==================== fetch_redirect_controller
fetch_redirect_controller, met4 routing:
Scale bar: 50 um.
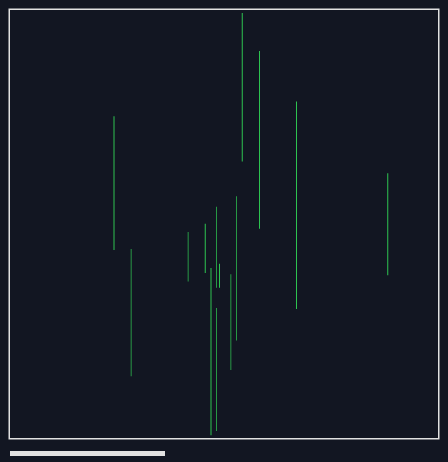

`config.mk`:
```
export PLATFORM = sky130hd
export DESIGN_NAME = fetch_redirect_controller
export DESIGN_NICKNAME = d
export VERILOG_FILES = /design/src/rtl/fetch_redirect_controller_pkg.sv /design/src/rtl/fetch_redirect_controller_pending.sv /design/src/rtl/fetch_redirect_controller.sv
export SDC_FILE = /design/constraint.sdc
export NUM_CORES = 1
export LEC_CHECK = 0
export ABC_AREA = 1
export ABC_CLOCK_PERIOD_IN_PS = 2180
export CAP_MARGIN = 10
export CORE_MARGIN = 1
export CORE_UTILIZATION = 30
export CTS_CLUSTER_SIZE = 40
export DETAILED_ROUTE_END_ITERATION = 8
export GPL_TIMING_DRIVEN = 0
export HOLD_SLACK_MARGIN = 0.03
export PLACE_DENSITY = 0.54
export REMOVE_ABC_BUFFERS = 1
export SLEW_MARGIN = 20
export SYNTH_ARGS = -nofsm -noshare
export SYNTH_HDL_FRONTEND = slang
export SYNTH_SLANG_ARGS = --single-unit
```
`constraint.sdc`:
```
create_clock -name clk_i -period 2.18 [get_ports clk_i]
set_clock_uncertainty 0.15 [all_clocks]
set_input_delay 0.436 -clock clk_i [delete_from_list [all_inputs] [get_ports clk_i]]
set_output_delay 0.436 -clock clk_i [all_outputs]
set_load 0.005 [all_outputs]
```
`src/rtl/fetch_redirect_controller_pkg.sv`:
```
// rtl/fetch_redirect_controller_pkg.sv - shared types for the IF-stage redirect controller
package fetch_redirect_controller_pkg;

  typedef enum logic [1:0] {
    PC_PLUS4 = 2'd0,
    PC_JUMP  = 2'd1,
    PC_REDIR = 2'd2
  } pcsrc_t;

  typedef enum logic [1:0] {
    FC_IDLE  = 2'd0,
    FC_PEND  = 2'd1,
    FC_DRAIN = 2'd2
  } fetchctl_state_t;

  typedef struct packed {
    pcsrc_t      src;
    logic [31:0] target;
  } redir_t;

  localparam redir_t REDIR_NONE = '{src: PC_PLUS4, target: 32'd0};

endpackage

```
`src/rtl/fetch_redirect_controller_pending.sv`:
```
// rtl/fetch_redirect_controller_pending.sv - holding register for a redirect deferred by a fetch stall
module redir_pending_reg
  import fetch_redirect_controller_pkg::*;
(
  input  logic   clk_i,
  input  logic   rst_ni,
  input  logic   load_i,
  input  logic   clear_i,
  input  redir_t data_i,
  output redir_t data_o
);

  redir_t data_q;

  // Load wins over clear so an overwriting trap is never lost.
  always_ff @(posedge clk_i or negedge rst_ni) begin
    if (!rst_ni) begin
      data_q <= REDIR_NONE;
    end else if (load_i) begin
      data_q <= data_i;
    end else if (clear_i) begin
      data_q <= REDIR_NONE;
    end
  end

  assign data_o = data_q;

endmodule

```
`src/rtl/fetch_redirect_controller.sv`:
```
// rtl/fetch_redirect_controller.sv - selects the IF-stage PC source, defers redirects over stalls,
// and runs the FENCE.I refetch drain
module fetch_redirect_controller
  import fetch_redirect_controller_pkg::*;
#(
  parameter int FENCE_DRAIN_CYCLES = 4
) (
  input  logic        clk_i,
  input  logic        start_i,
  input  logic        stall_f_i,
  input  logic        trap_redir_valid_i,
  input  logic [31:0] trap_rediraddr_i,
  input  logic        jump_valid_i,
  input  logic [31:0] jump_target_i,
  input  logic        fencei_valid_i,
  input  logic [31:0] fencei_pc_i,
  output pcsrc_t      pcsrc_o,
  output logic [31:0] pc_target_o,
  output logic        flush_req_o,
  output logic        fetch_stall_req_o
);

  localparam logic [3:0] DRAIN_INIT = 4'(FENCE_DRAIN_CYCLES);

  fetchctl_state_t state_q, state_d;
  logic [3:0]      cnt_q, cnt_d;
  logic [31:0]     refetch_q, refetch_d;
  logic            pend_load, pend_clear;
  redir_t          pend_in, pend_q;
  logic            req_valid;
  redir_t          req;

  redir_pending_reg u_pending (
    .clk_i   (clk_i),
    .rst_ni  (start_i),
    .load_i  (pend_load),
    .clear_i (pend_clear),
    .data_i  (pend_in),
    .data_o  (pend_q)
  );

  always_comb begin
    state_d           = state_q;
    cnt_d             = cnt_q;
    refetch_d         = refetch_q;
    pend_load         = 1'b0;
    pend_clear        = 1'b0;
    pend_in           = REDIR_NONE;
    req_valid         = 1'b0;
    req               = REDIR_NONE;
    pcsrc_o           = PC_PLUS4;
    pc_target_o       = 32'd0;
    flush_req_o       = 1'b0;
    fetch_stall_req_o = 1'b0;

    // trap > fencei > jump; a trap also aborts an in-progress drain.
    if (trap_redir_valid_i) begin
      req_valid = 1'b1;
      req       = '{src: PC_REDIR, target: trap_rediraddr_i};
    end else if (state_q == FC_DRAIN) begin
      fetch_stall_req_o = 1'b1;
      cnt_d             = cnt_q - 4'd1;
      if (cnt_q == 4'd1) begin
        pend_load = 1'b1;
        pend_in   = '{src: PC_JUMP, target: refetch_q};
        state_d   = FC_PEND;
      end
    end else if (fencei_valid_i) begin
      pend_clear  = 1'b1;
      cnt_d       = DRAIN_INIT;
      refetch_d   = fencei_pc_i + 32'd4;
      state_d     = FC_DRAIN;
      flush_req_o = 1'b1;
    end else if (state_q == FC_PEND) begin
      req_valid = 1'b1;
      req       = pend_q;
    end else if (jump_valid_i) begin
      req_valid = 1'b1;
      req       = '{src: PC_JUMP, target: jump_target_i};
    end

    if (req_valid) begin
      cnt_d = 4'd0;
      if (stall_f_i) begin
        pend_load = 1'b1;
        pend_in   = req;
        state_d   = FC_PEND;
      end else begin
        pcsrc_o     = req.src;
        pc_target_o = req.target;
        flush_req_o = 1'b1;
        pend_clear  = 1'b1;
        state_d     = FC_IDLE;
      end
    end

    if (!start_i) begin
      pcsrc_o           = PC_PLUS4;
      pc_target_o       = 32'd0;
      flush_req_o       = 1'b0;
      fetch_stall_req_o = 1'b0;
    end
  end

  always_ff @(posedge clk_i or negedge start_i) begin
    if (!start_i) begin
      state_q   <= FC_IDLE;
      cnt_q     <= 4'd0;
      refetch_q <= 32'd0;
    end else begin
      state_q   <= state_d;
      cnt_q     <= cnt_d;
      refetch_q <= refetch_d;
    end
  end

endmodule

```
==================== turn_seq_flat
**src/rtl/tablero_pkg.sv**
```systemverilog
// tablero_pkg: shared definitions for the turn-signal sequencer.
//   - state_e      : sequencer states (IDLE, LEFT, RIGHT, HAZ)
//   - TS_LEFT/RIGHT: t_signal request encodings (2'b00 / 2'b11 mean "none")
//   - LEFT_PAT/RIGHT_PAT: per-step lamp patterns for each 3-lamp side
//   - lamp_pattern(): 6-bit lamp word for a given state and step
package tablero_pkg;

  typedef enum logic [1:0] {
    IDLE  = 2'd0,
    LEFT  = 2'd1,
    RIGHT = 2'd2,
    HAZ   = 2'd3
  } state_e;

  localparam logic [1:0] TS_LEFT  = 2'b10;
  localparam logic [1:0] TS_RIGHT = 2'b01;

  // Index = step. Left grows from bit3 (inner) outwards, right from bit2.
  localparam logic [3:0][2:0] LEFT_PAT  = {3'b111, 3'b011, 3'b001, 3'b000};
  localparam logic [3:0][2:0] RIGHT_PAT = {3'b111, 3'b110, 3'b100, 3'b000};

  localparam int unsigned STEP_W = 24;

  function automatic logic [5:0] lamp_pattern(input state_e st, input logic [1:0] step);
    logic [5:0] lamp;
    lamp = 6'b000000;
    case (st)
      LEFT:    lamp = {LEFT_PAT[step], 3'b000};
      RIGHT:   lamp = {3'b000, RIGHT_PAT[step]};
      HAZ:     lamp = {LEFT_PAT[step], RIGHT_PAT[step]};
      default: lamp = 6'b000000;
    endcase
    return lamp;
  endfunction

endpackage

```
**src/rtl/turn_seq_if.sv**
```systemverilog
// turn_seq_if: driver-side inputs and lamp outputs of the turn sequencer.
//   on, t_signal[1:0], brake, hazard : control levels (master -> slave)
//   lamp_seq[5:0]                    : lamp drive, [5:3] left, [2:0] right
//   step_tick                        : one-cycle pulse per animation step
// "sequence" is a reserved word in SystemVerilog, so the lamp drive
// output is carried as lamp_seq.
interface turn_seq_if;
  logic       on;
  logic [1:0] t_signal;
  logic       brake;
  logic       hazard;
  logic [5:0] lamp_seq;
  logic       step_tick;

  modport master (
    output on, t_signal, brake, hazard,
    input  lamp_seq, step_tick
  );

  modport slave (
    input  on, t_signal, brake, hazard,
    output lamp_seq, step_tick
  );
endinterface

```
**src/rtl/turn_seq_step_timer.sv**
```systemverilog
// step_timer: animation-step prescaler.
//   clk, rst : clock and synchronous active-high reset
//   clear    : restart the step period (state change)
//   enable   : count while high; held at its start value otherwise
//   tick     : combinational, high on the last cycle of each step period
// Implemented as a down-counter from STEP_CYCLES-1 to 0; tick timing is
// identical to an up-counter running 0..STEP_CYCLES-1.
module step_timer
  import tablero_pkg::*;
#(
  parameter int unsigned STEP_CYCLES = 6750000
) (
  input  logic clk,
  input  logic rst,
  input  logic clear,
  input  logic enable,
  output logic tick
);

  localparam logic [STEP_W-1:0] TERM = STEP_W'(STEP_CYCLES - 1);

  logic [STEP_W-1:0] cnt_q, cnt_d;

  always_comb begin
    cnt_d = cnt_q;
    tick  = 1'b0;
    if (clear || !enable) begin
      cnt_d = TERM;
    end else if (cnt_q == '0) begin
      tick  = 1'b1;
      cnt_d = TERM;
    end else begin
      cnt_d = cnt_q - STEP_W'(1);
    end
  end

  always_ff @(posedge clk) begin
    if (rst) cnt_q <= TERM;
    else     cnt_q <= cnt_d;
  end

endmodule

```
**src/rtl/turn_seq.sv**
```systemverilog
// turn_seq: turn / hazard lamp sequencer with 4-step sweep animation.
//   clk, rst : clock and synchronous active-high reset
//   bus      : turn_seq_if.slave (on, t_signal, brake, hazard in;
//              lamp_seq, step_tick out, both registered)
//   STEP_CYCLES : clk cycles per animation step (2 .. 2^24-1)
// Build option: define TURN_SEQ_BRAKE_OVERLAY_EN to light the
// non-animated side(s) solid while braking with ignition on; otherwise
// brake is ignored.
//
// state | meaning
// IDLE  | no animation, timer and step held at 0
// LEFT  | left side sweeps, right side off
// RIGHT | right side sweeps, left side off
// HAZ   | both sides sweep together from the shared step
module turn_seq
  import tablero_pkg::*;
#(
  parameter int unsigned STEP_CYCLES = 6750000
) (
  input  logic         clk,
  input  logic         rst,
  turn_seq_if.slave    bus
);

  state_e     state_q, state_d;
  logic [1:0] step_q, step_d;
  logic [5:0] lamp_q, lamp_d;
  logic       tick_q, tick_d;
  logic       state_chg;
  logic       timer_tick;

  step_timer #(.STEP_CYCLES(STEP_CYCLES)) u_timer (
    .clk    (clk),
    .rst    (rst),
    .clear  (state_chg),
    .enable (state_q != IDLE),
    .tick   (timer_tick)
  );

  always_comb begin
    state_d = IDLE;
    if (bus.hazard)                   state_d = HAZ;
    else if (!bus.on)                 state_d = IDLE;
    else if (bus.t_signal == TS_LEFT)  state_d = LEFT;
    else if (bus.t_signal == TS_RIGHT) state_d = RIGHT;
    else                              state_d = IDLE;

    state_chg = (state_d != state_q);

    // A state change restarts the sweep; the timer is cleared in the
    // same cycle so the new state always gets a full first step.
    step_d = step_q;
    tick_d = 1'b0;
    if (state_chg) begin
      step_d = 2'd0;
    end else if (timer_tick) begin
      step_d = step_q + 2'd1;
      tick_d = 1'b1;
    end

    // Outputs are computed from next state/step so the lamps follow
    // the input change with exactly one clock of latency.
    lamp_d = lamp_pattern(state_d, step_d);

`ifdef TURN_SEQ_BRAKE_OVERLAY_EN
    if (bus.on && bus.brake) begin
      case (state_d)
        IDLE:    lamp_d = 6'b111111;
        LEFT:    lamp_d[2:0] = 3'b111;
        RIGHT:   lamp_d[5:3] = 3'b111;
        default: ;
      endcase
    end
`endif
  end

`ifndef TURN_SEQ_BRAKE_OVERLAY_EN
  logic unused_brake;
  assign unused_brake = bus.brake;
`endif

  always_ff @(posedge clk) begin
    if (rst) begin
      state_q <= IDLE;
      step_q  <= 2'd0;
      lamp_q  <= 6'b000000;
      tick_q  <= 1'b0;
    end else begin
      state_q <= state_d;
      step_q  <= step_d;
      lamp_q  <= lamp_d;
      tick_q  <= tick_d;
    end
  end

  assign bus.lamp_seq  = lamp_q;
  assign bus.step_tick = tick_q;

endmodule

```
**src/flat_wrapper.sv**
```systemverilog
// flat-port wrapper written by rule: the top's interface ports become plain ports
module turn_seq_flat import tablero_pkg::*;
#(
  parameter int unsigned STEP_CYCLES = 6750000
)
  (clk, rst, bus_on, bus_t_signal, bus_brake, bus_hazard, bus_lamp_seq, bus_step_tick);
  turn_seq_if bus_i ();
  input  logic clk;
  input  logic rst;
  input wire logic [$bits(bus_i.on)-1:0] bus_on;
  input wire logic [$bits(bus_i.t_signal)-1:0] bus_t_signal;
  input wire logic [$bits(bus_i.brake)-1:0] bus_brake;
  input wire logic [$bits(bus_i.hazard)-1:0] bus_hazard;
  output wire logic [$bits(bus_i.lamp_seq)-1:0] bus_lamp_seq;
  output wire logic [$bits(bus_i.step_tick)-1:0] bus_step_tick;
  assign bus_i.on = bus_on;
  assign bus_i.t_signal = bus_t_signal;
  assign bus_i.brake = bus_brake;
  assign bus_i.hazard = bus_hazard;
  assign bus_lamp_seq = bus_i.lamp_seq;
  assign bus_step_tick = bus_i.step_tick;
  turn_seq #(.STEP_CYCLES(STEP_CYCLES)) u_core (.clk(clk), .rst(rst), .bus(bus_i));
endmodule
```
**config.mk**
```make
export PLATFORM = sky130hd
export DESIGN_NAME = turn_seq_flat
export DESIGN_NICKNAME = d
export VERILOG_FILES = /design/src/rtl/tablero_pkg.sv /design/src/rtl/turn_seq_if.sv /design/src/rtl/turn_seq_step_timer.sv /design/src/rtl/turn_seq.sv /design/src/flat_wrapper.sv
export SDC_FILE = /design/constraint.sdc
export NUM_CORES = 1
export LEC_CHECK = 0
export CAP_MARGIN = 20
export CORE_AREA = 2 2 66 68
export DETAILED_ROUTE_END_ITERATION = 10
export DIE_AREA = 0 0 68 70
export GPL_TIMING_DRIVEN = 1
export MAX_ROUTING_LAYER = met4
export PLACE_DENSITY = 0.69
export SETUP_SLACK_MARGIN = 0.15
export SYNTH_ARGS = -nofsm -noshare
export SYNTH_HDL_FRONTEND = slang
export SYNTH_SLANG_ARGS = --single-unit
```
**constraint.sdc**
```tcl
create_clock -name clk -period 5.75 [get_ports clk]
set_clock_uncertainty 0.2 [all_clocks]
set_input_delay 1.15 -clock clk [delete_from_list [all_inputs] [get_ports clk]]
set_output_delay 1.15 -clock clk [all_outputs]
set_load 0.02 [all_outputs]
```
==================== ppfifo_pattern_gen
## src/rtl/ppfifo_pattern_gen.sv

```systemverilog
// Ping-pong FIFO pattern generator: writes increment, walking-one, fill or
// LFSR words into round-robin granted FIFO channels in size-limited bursts.
// Ports: clk, rst (async active-low), enable, mode, fill, write_count,
//   throttle, ready[CH], activate[CH], fifo_size, fifo_data, strobe,
//   busy, finished, words_sent.
module ppfifo_pattern_gen #(
  parameter int          DATA_WIDTH = 32,
  parameter int          SIZE_WIDTH = 24,
  parameter int          CHANNELS   = 2,
  parameter logic [31:0] LFSR_SEED  = 32'h0000_0001
) (
  input  logic                  clk,
  input  logic                  rst,
  input  logic                  enable,
  input  logic [1:0]            mode,
  input  logic [DATA_WIDTH-1:0] fill,
  input  logic [SIZE_WIDTH-1:0] write_count,
  input  logic                  throttle,
  input  logic [CHANNELS-1:0]   ready,
  output logic [CHANNELS-1:0]   activate,
  input  logic [SIZE_WIDTH-1:0] fifo_size,
  output logic [DATA_WIDTH-1:0] fifo_data,
  output logic                  strobe,
  output logic                  busy,
  output logic                  finished,
  output logic [SIZE_WIDTH-1:0] words_sent
);

  localparam int CW = (CHANNELS > 1) ? $clog2(CHANNELS) : 1;

  // Galois taps for x^32+x^22+x^2+x+1, right-shifting form
  localparam logic [31:0] TAPS = 32'h8020_0003;

  typedef enum logic [2:0] {
    S_IDLE,
    S_ACQ,
    S_WRITE,
    S_REL,
    S_DONE
  } state_t;

  state_t                r_state;
  logic [1:0]            r_mode;
  logic [DATA_WIDTH-1:0] r_fill;
  logic [DATA_WIDTH-1:0] r_pat;
  logic [31:0]           r_lfsr;
  logic [SIZE_WIDTH-1:0] r_remain;
  logic [SIZE_WIDTH-1:0] r_burst;
  logic [SIZE_WIDTH-1:0] r_words;
  logic                  r_first;
  logic                  r_gap;
  logic [CW-1:0]         r_last;
  logic [CHANNELS-1:0]   r_act;
  logic                  r_stb;
  logic [DATA_WIDTH-1:0] r_data;

  logic [DATA_WIDTH-1:0] w_lfsr_w;
  logic [DATA_WIDTH-1:0] w_word;
  logic                  w_found;
  logic [CW-1:0]         w_grant;
  logic [CHANNELS-1:0]   w_grant_oh;

  generate
    if (DATA_WIDTH > 32) begin : g_lfsr_ext
      assign w_lfsr_w = {{(DATA_WIDTH-32){1'b0}}, r_lfsr};
    end else if (DATA_WIDTH == 32) begin : g_lfsr_eq
      assign w_lfsr_w = r_lfsr;
    end else begin : g_lfsr_trunc
      assign w_lfsr_w = r_lfsr[DATA_WIDTH-1:0];
    end
  endgenerate

  always_comb begin
    w_word = r_pat;
    unique case (r_mode)
      2'd2:    w_word = r_fill;
      2'd3:    w_word = w_lfsr_w;
      default: w_word = r_pat;
    endcase
  end

  // Round-robin search starting one past the last granted channel
  always_comb begin
    int j;
    j          = 0;
    w_found    = 1'b0;
    w_grant    = r_last;
    w_grant_oh = '0;
    for (int i = 1; i <= CHANNELS; i++) begin
      j = int'(r_last) + i;
      if (j >= CHANNELS) j = j - CHANNELS;
      if (!w_found && ready[CW'(j)]) begin
        w_found = 1'b1;
        w_grant = CW'(j);
      end
    end
    w_grant_oh[w_grant] = 1'b1;
  end

  always_ff @(posedge clk or negedge rst) begin
    if (!rst) begin
      r_state  <= S_IDLE;
      r_mode   <= 2'd0;
      r_fill   <= '0;
      r_pat    <= '0;
      r_lfsr   <= LFSR_SEED;
      r_remain <= '0;
      r_burst  <= '0;
      r_words  <= '0;
      r_first  <= 1'b0;
      r_gap    <= 1'b0;
      r_last   <= CW'(CHANNELS-1);
      r_act    <= '0;
      r_stb    <= 1'b0;
      r_data   <= '0;
    end else begin
      unique case (r_state)
        S_IDLE: begin
          r_act <= '0;
          r_stb <= 1'b0;
          if (enable) begin
            r_mode   <= mode;
            r_fill   <= fill;
            r_remain <= write_count;
            r_pat    <= (mode == 2'd1) ?
                        DATA_WIDTH'(1) : '0;
            r_lfsr   <= LFSR_SEED;
            r_words  <= '0;
            r_state  <= (write_count == '0) ?
                        S_DONE : S_ACQ;
          end
        end
        S_ACQ: begin
          if (!enable) begin
            r_act   <= '0;
            r_stb   <= 1'b0;
            r_state <= S_IDLE;
          end else if (w_found) begin
            r_act   <= w_grant_oh;
            r_last  <= w_grant;
            r_first <= 1'b1;
            r_gap   <= 1'b0;
            r_state <= S_WRITE;
          end
        end
        S_WRITE: begin
          if (!enable) begin
            r_act   <= '0;
            r_stb   <= 1'b0;
            r_state <= S_IDLE;
          end else if (r_first) begin
            r_first <= 1'b0;
            r_burst <= (fifo_size < r_remain) ?
                       fifo_size : r_remain;
          end else if (r_burst == '0) begin
            // strobe and activate fall together so no
            // word is ever presented without ownership
            r_stb   <= 1'b0;
            r_act   <= '0;
            r_state <= S_REL;
          end else if (r_gap) begin
            r_stb <= 1'b0;
            r_gap <= 1'b0;
          end else begin
            r_stb    <= 1'b1;
            r_data   <= w_word;
            r_burst  <= r_burst - 1'b1;
            r_remain <= r_remain - 1'b1;
            r_words  <= r_words + 1'b1;
            r_gap    <= throttle;
            unique case (r_mode)
              2'd0: r_pat <= r_pat + 1'b1;
              2'd1: r_pat <= {r_pat[DATA_WIDTH-2:0],
                              r_pat[DATA_WIDTH-1]};
              2'd3: r_lfsr <= r_lfsr[0] ?
                              ((r_lfsr >> 1) ^ TAPS) :
                              (r_lfsr >> 1);
              default: r_pat <= r_pat;
            endcase
          end
        end
        S_REL: begin
          r_stb <= 1'b0;
          r_act <= '0;
          if (!enable) begin
            r_state <= S_IDLE;
          end else begin
            r_state <= (r_remain == '0) ?
                       S_DONE : S_ACQ;
          end
        end
        S_DONE: begin
          r_stb <= 1'b0;
          r_act <= '0;
          if (!enable) r_state <= S_IDLE;
        end
        default: r_state <= S_IDLE;
      endcase
    end
  end

  assign activate   = r_act;
  assign strobe     = r_stb;
  assign fifo_data  = r_data;
  assign words_sent = r_words;
  assign busy       = (r_state == S_ACQ) ||
                      (r_state == S_WRITE) ||
                      (r_state == S_REL);
  assign finished   = (r_state == S_DONE);

endmodule

```

## config.mk

```make
export PLATFORM = sky130hd
export DESIGN_NAME = ppfifo_pattern_gen
export DESIGN_NICKNAME = d
export VERILOG_FILES = /design/src/rtl/ppfifo_pattern_gen.sv
export SDC_FILE = /design/constraint.sdc
export NUM_CORES = 1
export LEC_CHECK = 0
export CAP_MARGIN = 15
export CORE_MARGIN = 1
export CORE_UTILIZATION = 30
export CTS_BUF_LIST = sky130_fd_sc_hd__clkbuf_8
export DETAILED_ROUTE_END_ITERATION = 8
export GPL_TIMING_DRIVEN = 0
export PLACE_DENSITY = 0.48
export SYNTH_ARGS = -nofsm -noshare
export SYNTH_HDL_FRONTEND = slang
export SYNTH_SLANG_ARGS = --single-unit
```

## constraint.sdc

```tcl
create_clock -name clk -period 2.2 [get_ports clk]
set_clock_uncertainty 0.1 [all_clocks]
set_input_delay 0.22 -clock clk [delete_from_list [all_inputs] [get_ports clk]]
set_output_delay 0.22 -clock clk [all_outputs]
set_load 0.01 [all_outputs]
```


==> gallery <==
M3 wires.
(a)
Scale bar: 50 um.
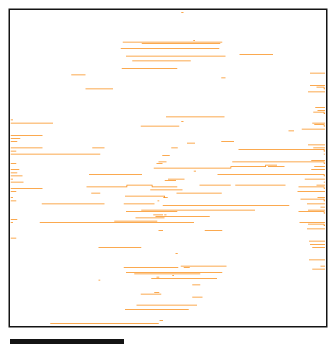
(b)
Scale bar: 20 um.
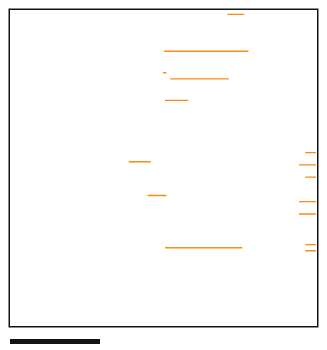
(c)
Scale bar: 50 um.
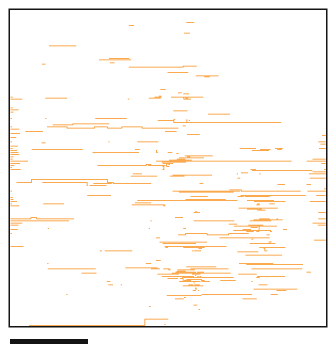
- largest die: (c)
- smallest die: (b)
For fetch_redirect_controller, see (a).
For ppfifo_pattern_gen, see (c).
For turn_seq_flat, see (b).

ppfifo_pattern_gen, clock wiring as the flow saved it:
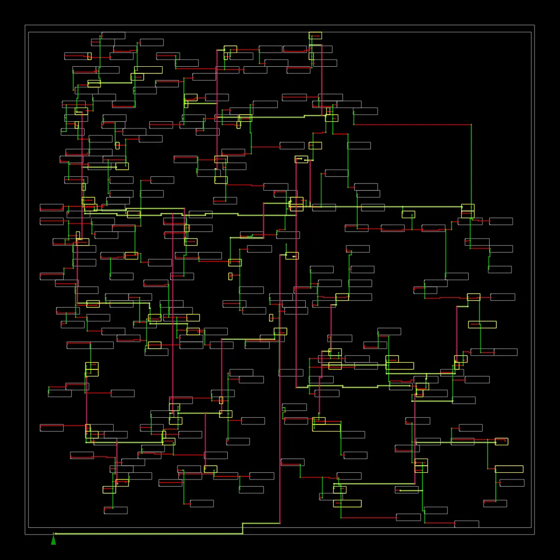
seq_cells: 211
number of clock buffers in the layout: 53
Sink Count: 211
worst skew pair latency: 0.62 ns
Clk. pwr: 4.84 mW

==> reports/results.txt, ppfifo_pattern_gen <==
Fillers -> 3,817
Synth Area per Inst -> 8.70 um^2
setup TNS -> -10.56 ns
First DRT Iteration DRCs -> 970
Post-synth EDFFs -> 0
Die X -> 201 um
Final Power -> 19.8 mW
sequential power share -> 29.6%
worst-margin pin slew -> 0.862 ns
worst setup path endpoint -> r_burst[5]$_DFFE_PN0P_
dpl cells -> 2,036
min Tclk post-route -> 2.51 ns
GR Util met3 -> 3.90%
Clock power frac -> 24.5%
simple-gate share of the synthesized area -> 21.5%
Pleak -> 7.39 nW
ys async rst share -> 100%
P_comb -> 9.06 mW
Slew Limit Fails -> 0
inverters -> 39
area leader, netlist -> dfrtp_1
most frequent logic cell in the layout -> nand2_1
Mux area share -> 4.21%
CP peak stage delay -> 0.40 ns
topmost layer with routed signal wires -> met4
outcome -> finished, violations left
Wirelength per Cell -> 20.9 um
post-route ant nets -> 0
setup ws final -> -0.310 ns
CP required -> 2.60 ns
most frequent cells after synthesis -> nand2_1, dfrtp_1, o21ai_0, nor2_1, a21oi_1
CTS Root Cell -> clkbuf_8
Max VDD drop -> 0.505 mV
failing checks -> negative setup slack
Max-slew headroom -> 42.6%
Net Count, Synth -> 1,486
Slowest-stage cell, CP -> dfrtp_1
Comb area share -> 41.0%
setup violators final -> 109
Multi-In Gates -> 1,039
CP Cell Sequence -> inv_2 > ha_1 > a21oi_2 > nor2_1 > a211oi_1 > o211ai_1 > nor2_4 > buf_6 > mux2_4 > o221a_4
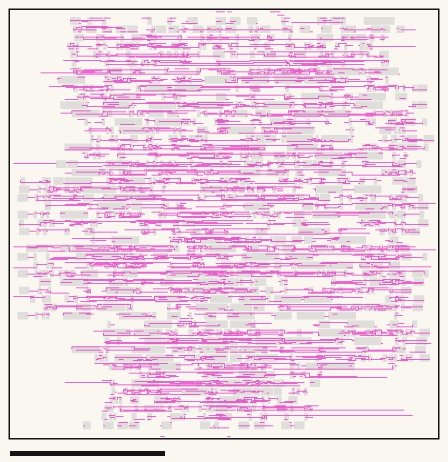
fetch_redirect_controller: the metal 1 layer
Scale bar: 50 um. Cells faint in the background.
nets with wire on the layer = 1,093
wire length on this layer = 10,400 um
main direction = horizontal
share of all routed wire = 44%

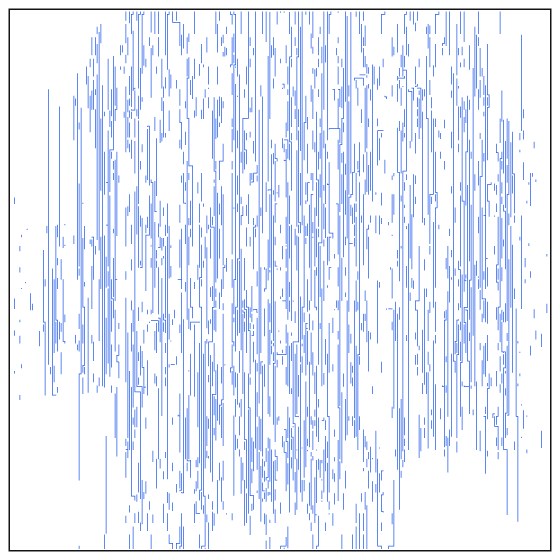
fetch_redirect_controller: metal 2
nets with wire on the layer = 893
wire length on this layer = 11,200 um

About 'met4 routing' of fetch_redirect_controller:
main direction = vertical
nets with wire on the layer = 11
longest straight run = 66.6 um
wire length on this layer = 522 um
share of all routed wire = 2.2%

==> reports/results.txt, fetch_redirect_controller <==
Residual DRC -> 20
Final Util -> 45.8%
final hold slack -> -0.0366 ns
r2r startpoint -> state_q[0]$_DFFE_PN0P_
Hold Crit Class -> input port to asynchronous set/reset pin
failing checks -> design-rule violations, negative hold slack, negative setup slack
Seq cells post-synth -> 72
I/O pins -> 138
outcome -> finished, violations left
setup ws final -> -0.400 ns
final hold viol count -> 40
n_taps -> 229
initial antenna violation count -> 0
CP required -> 1.59 ns
synth-to-layout area growth -> 48.9%
yosys stat area -> 5560 um^2
setup violators final -> 36
# nets final -> 1,213
# Post-CTS Setup Buffers -> 45
Synth Instances -> 939
ys async rst share -> 100%
xor/xnor share -> 1.58%
fin area -> 8280 um^2
seq pwr -> 1.64 mW
NonClk Buf Share -> 22.6%
most frequent logic cell in the layout -> nand2_1
CP top delay family -> buffers and inverters
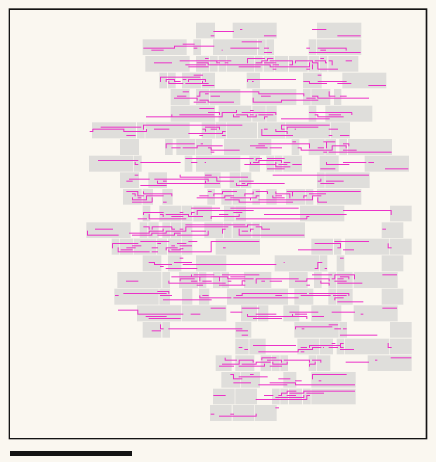
turn_seq_flat: the metal 1 layer
Scale bar: 20 um. Cells faint in the background.
longest straight run = 16.1 um
main direction = horizontal
wire length on this layer = 1,340 um

==> reports/results.txt, turn_seq_flat <==
outcome -> finished, final reports clean
Synth Instances -> 171
setup ws final -> 2.39 ns
met2 wire len -> 1.22 mm
RSZ-0062 raised after global routing -> no
setup TNS -> 0 ns
NonClk Buf Share -> 6.55%
fp_density -> 37.9%
P_comb -> 13.0 uW
CP required -> 5.67 ns
adder share -> 0.797%
seq_cells -> 35
topmost layer with routed signal wires -> met4
Comb area share -> 46.4%
Multi-In Gates -> 131
Max power group -> registers
Slowest-stage cell, CP -> nor2_1
Max VDD drop -> 0.0700 mV
Slew Limit Fails -> 0
CP peak stage delay -> 0.73 ns
via/cell ratio -> 5.00
mapped cell area -> 1570 um^2
Max FO, Critical Path -> 14
dpl cells -> 234
met3 wire len -> 83 um
Dominant Register Cell -> dfxtp_1
largest net degree at the start of global routing -> 15
yosys aoi share -> 7.65%
post-route ant nets -> 0
r2r startpoint -> u_core.u_timer.cnt_q[0]$_SDFF_PP1_
PortBufs -> 12
Die X -> 68 um
GR Util met3 -> 3.86%
P_sw -> 89.6 uW
All-Layer GR Usage -> 14.3%
I/O pins -> 14
Pre-antenna DRT Iters -> 4
worst setup path endpoint -> u_core.u_timer.cnt_q[15]$_SDFF_PP1_
Final Util -> 44.2%
most frequent logic cell in the layout -> dfxtp_1
tool warnings -> 27
Worst Hold Launch -> u_core.u_timer.cnt_q[0]$_SDFF_PP1_
final hold viol count -> 0
ys async rst share -> 0%
Clk. pwr -> 167 uW
# nets final -> 197
core region area -> 4140 um^2
Post-synth EDFFs -> 0
sequential power share -> 57.7%
Largest Register -> u_core.u_timer.cnt_q
CTS buffer count -> 5
clk cell area share -> 4.44%
vias in the first global route -> 1,160
Max-area cell class -> combinational gates
CP Depth -> 6
CP startpoint kind -> input port
Reg2Reg Setup Slack -> 3.47 ns
# Post-CTS Setup Buffers -> 0
simple-gate share of the synthesized area -> 33.2%
FF/Latch Area -> 701 um^2

Power figures rest on the tool's default switching activity, not on a simulated workload.
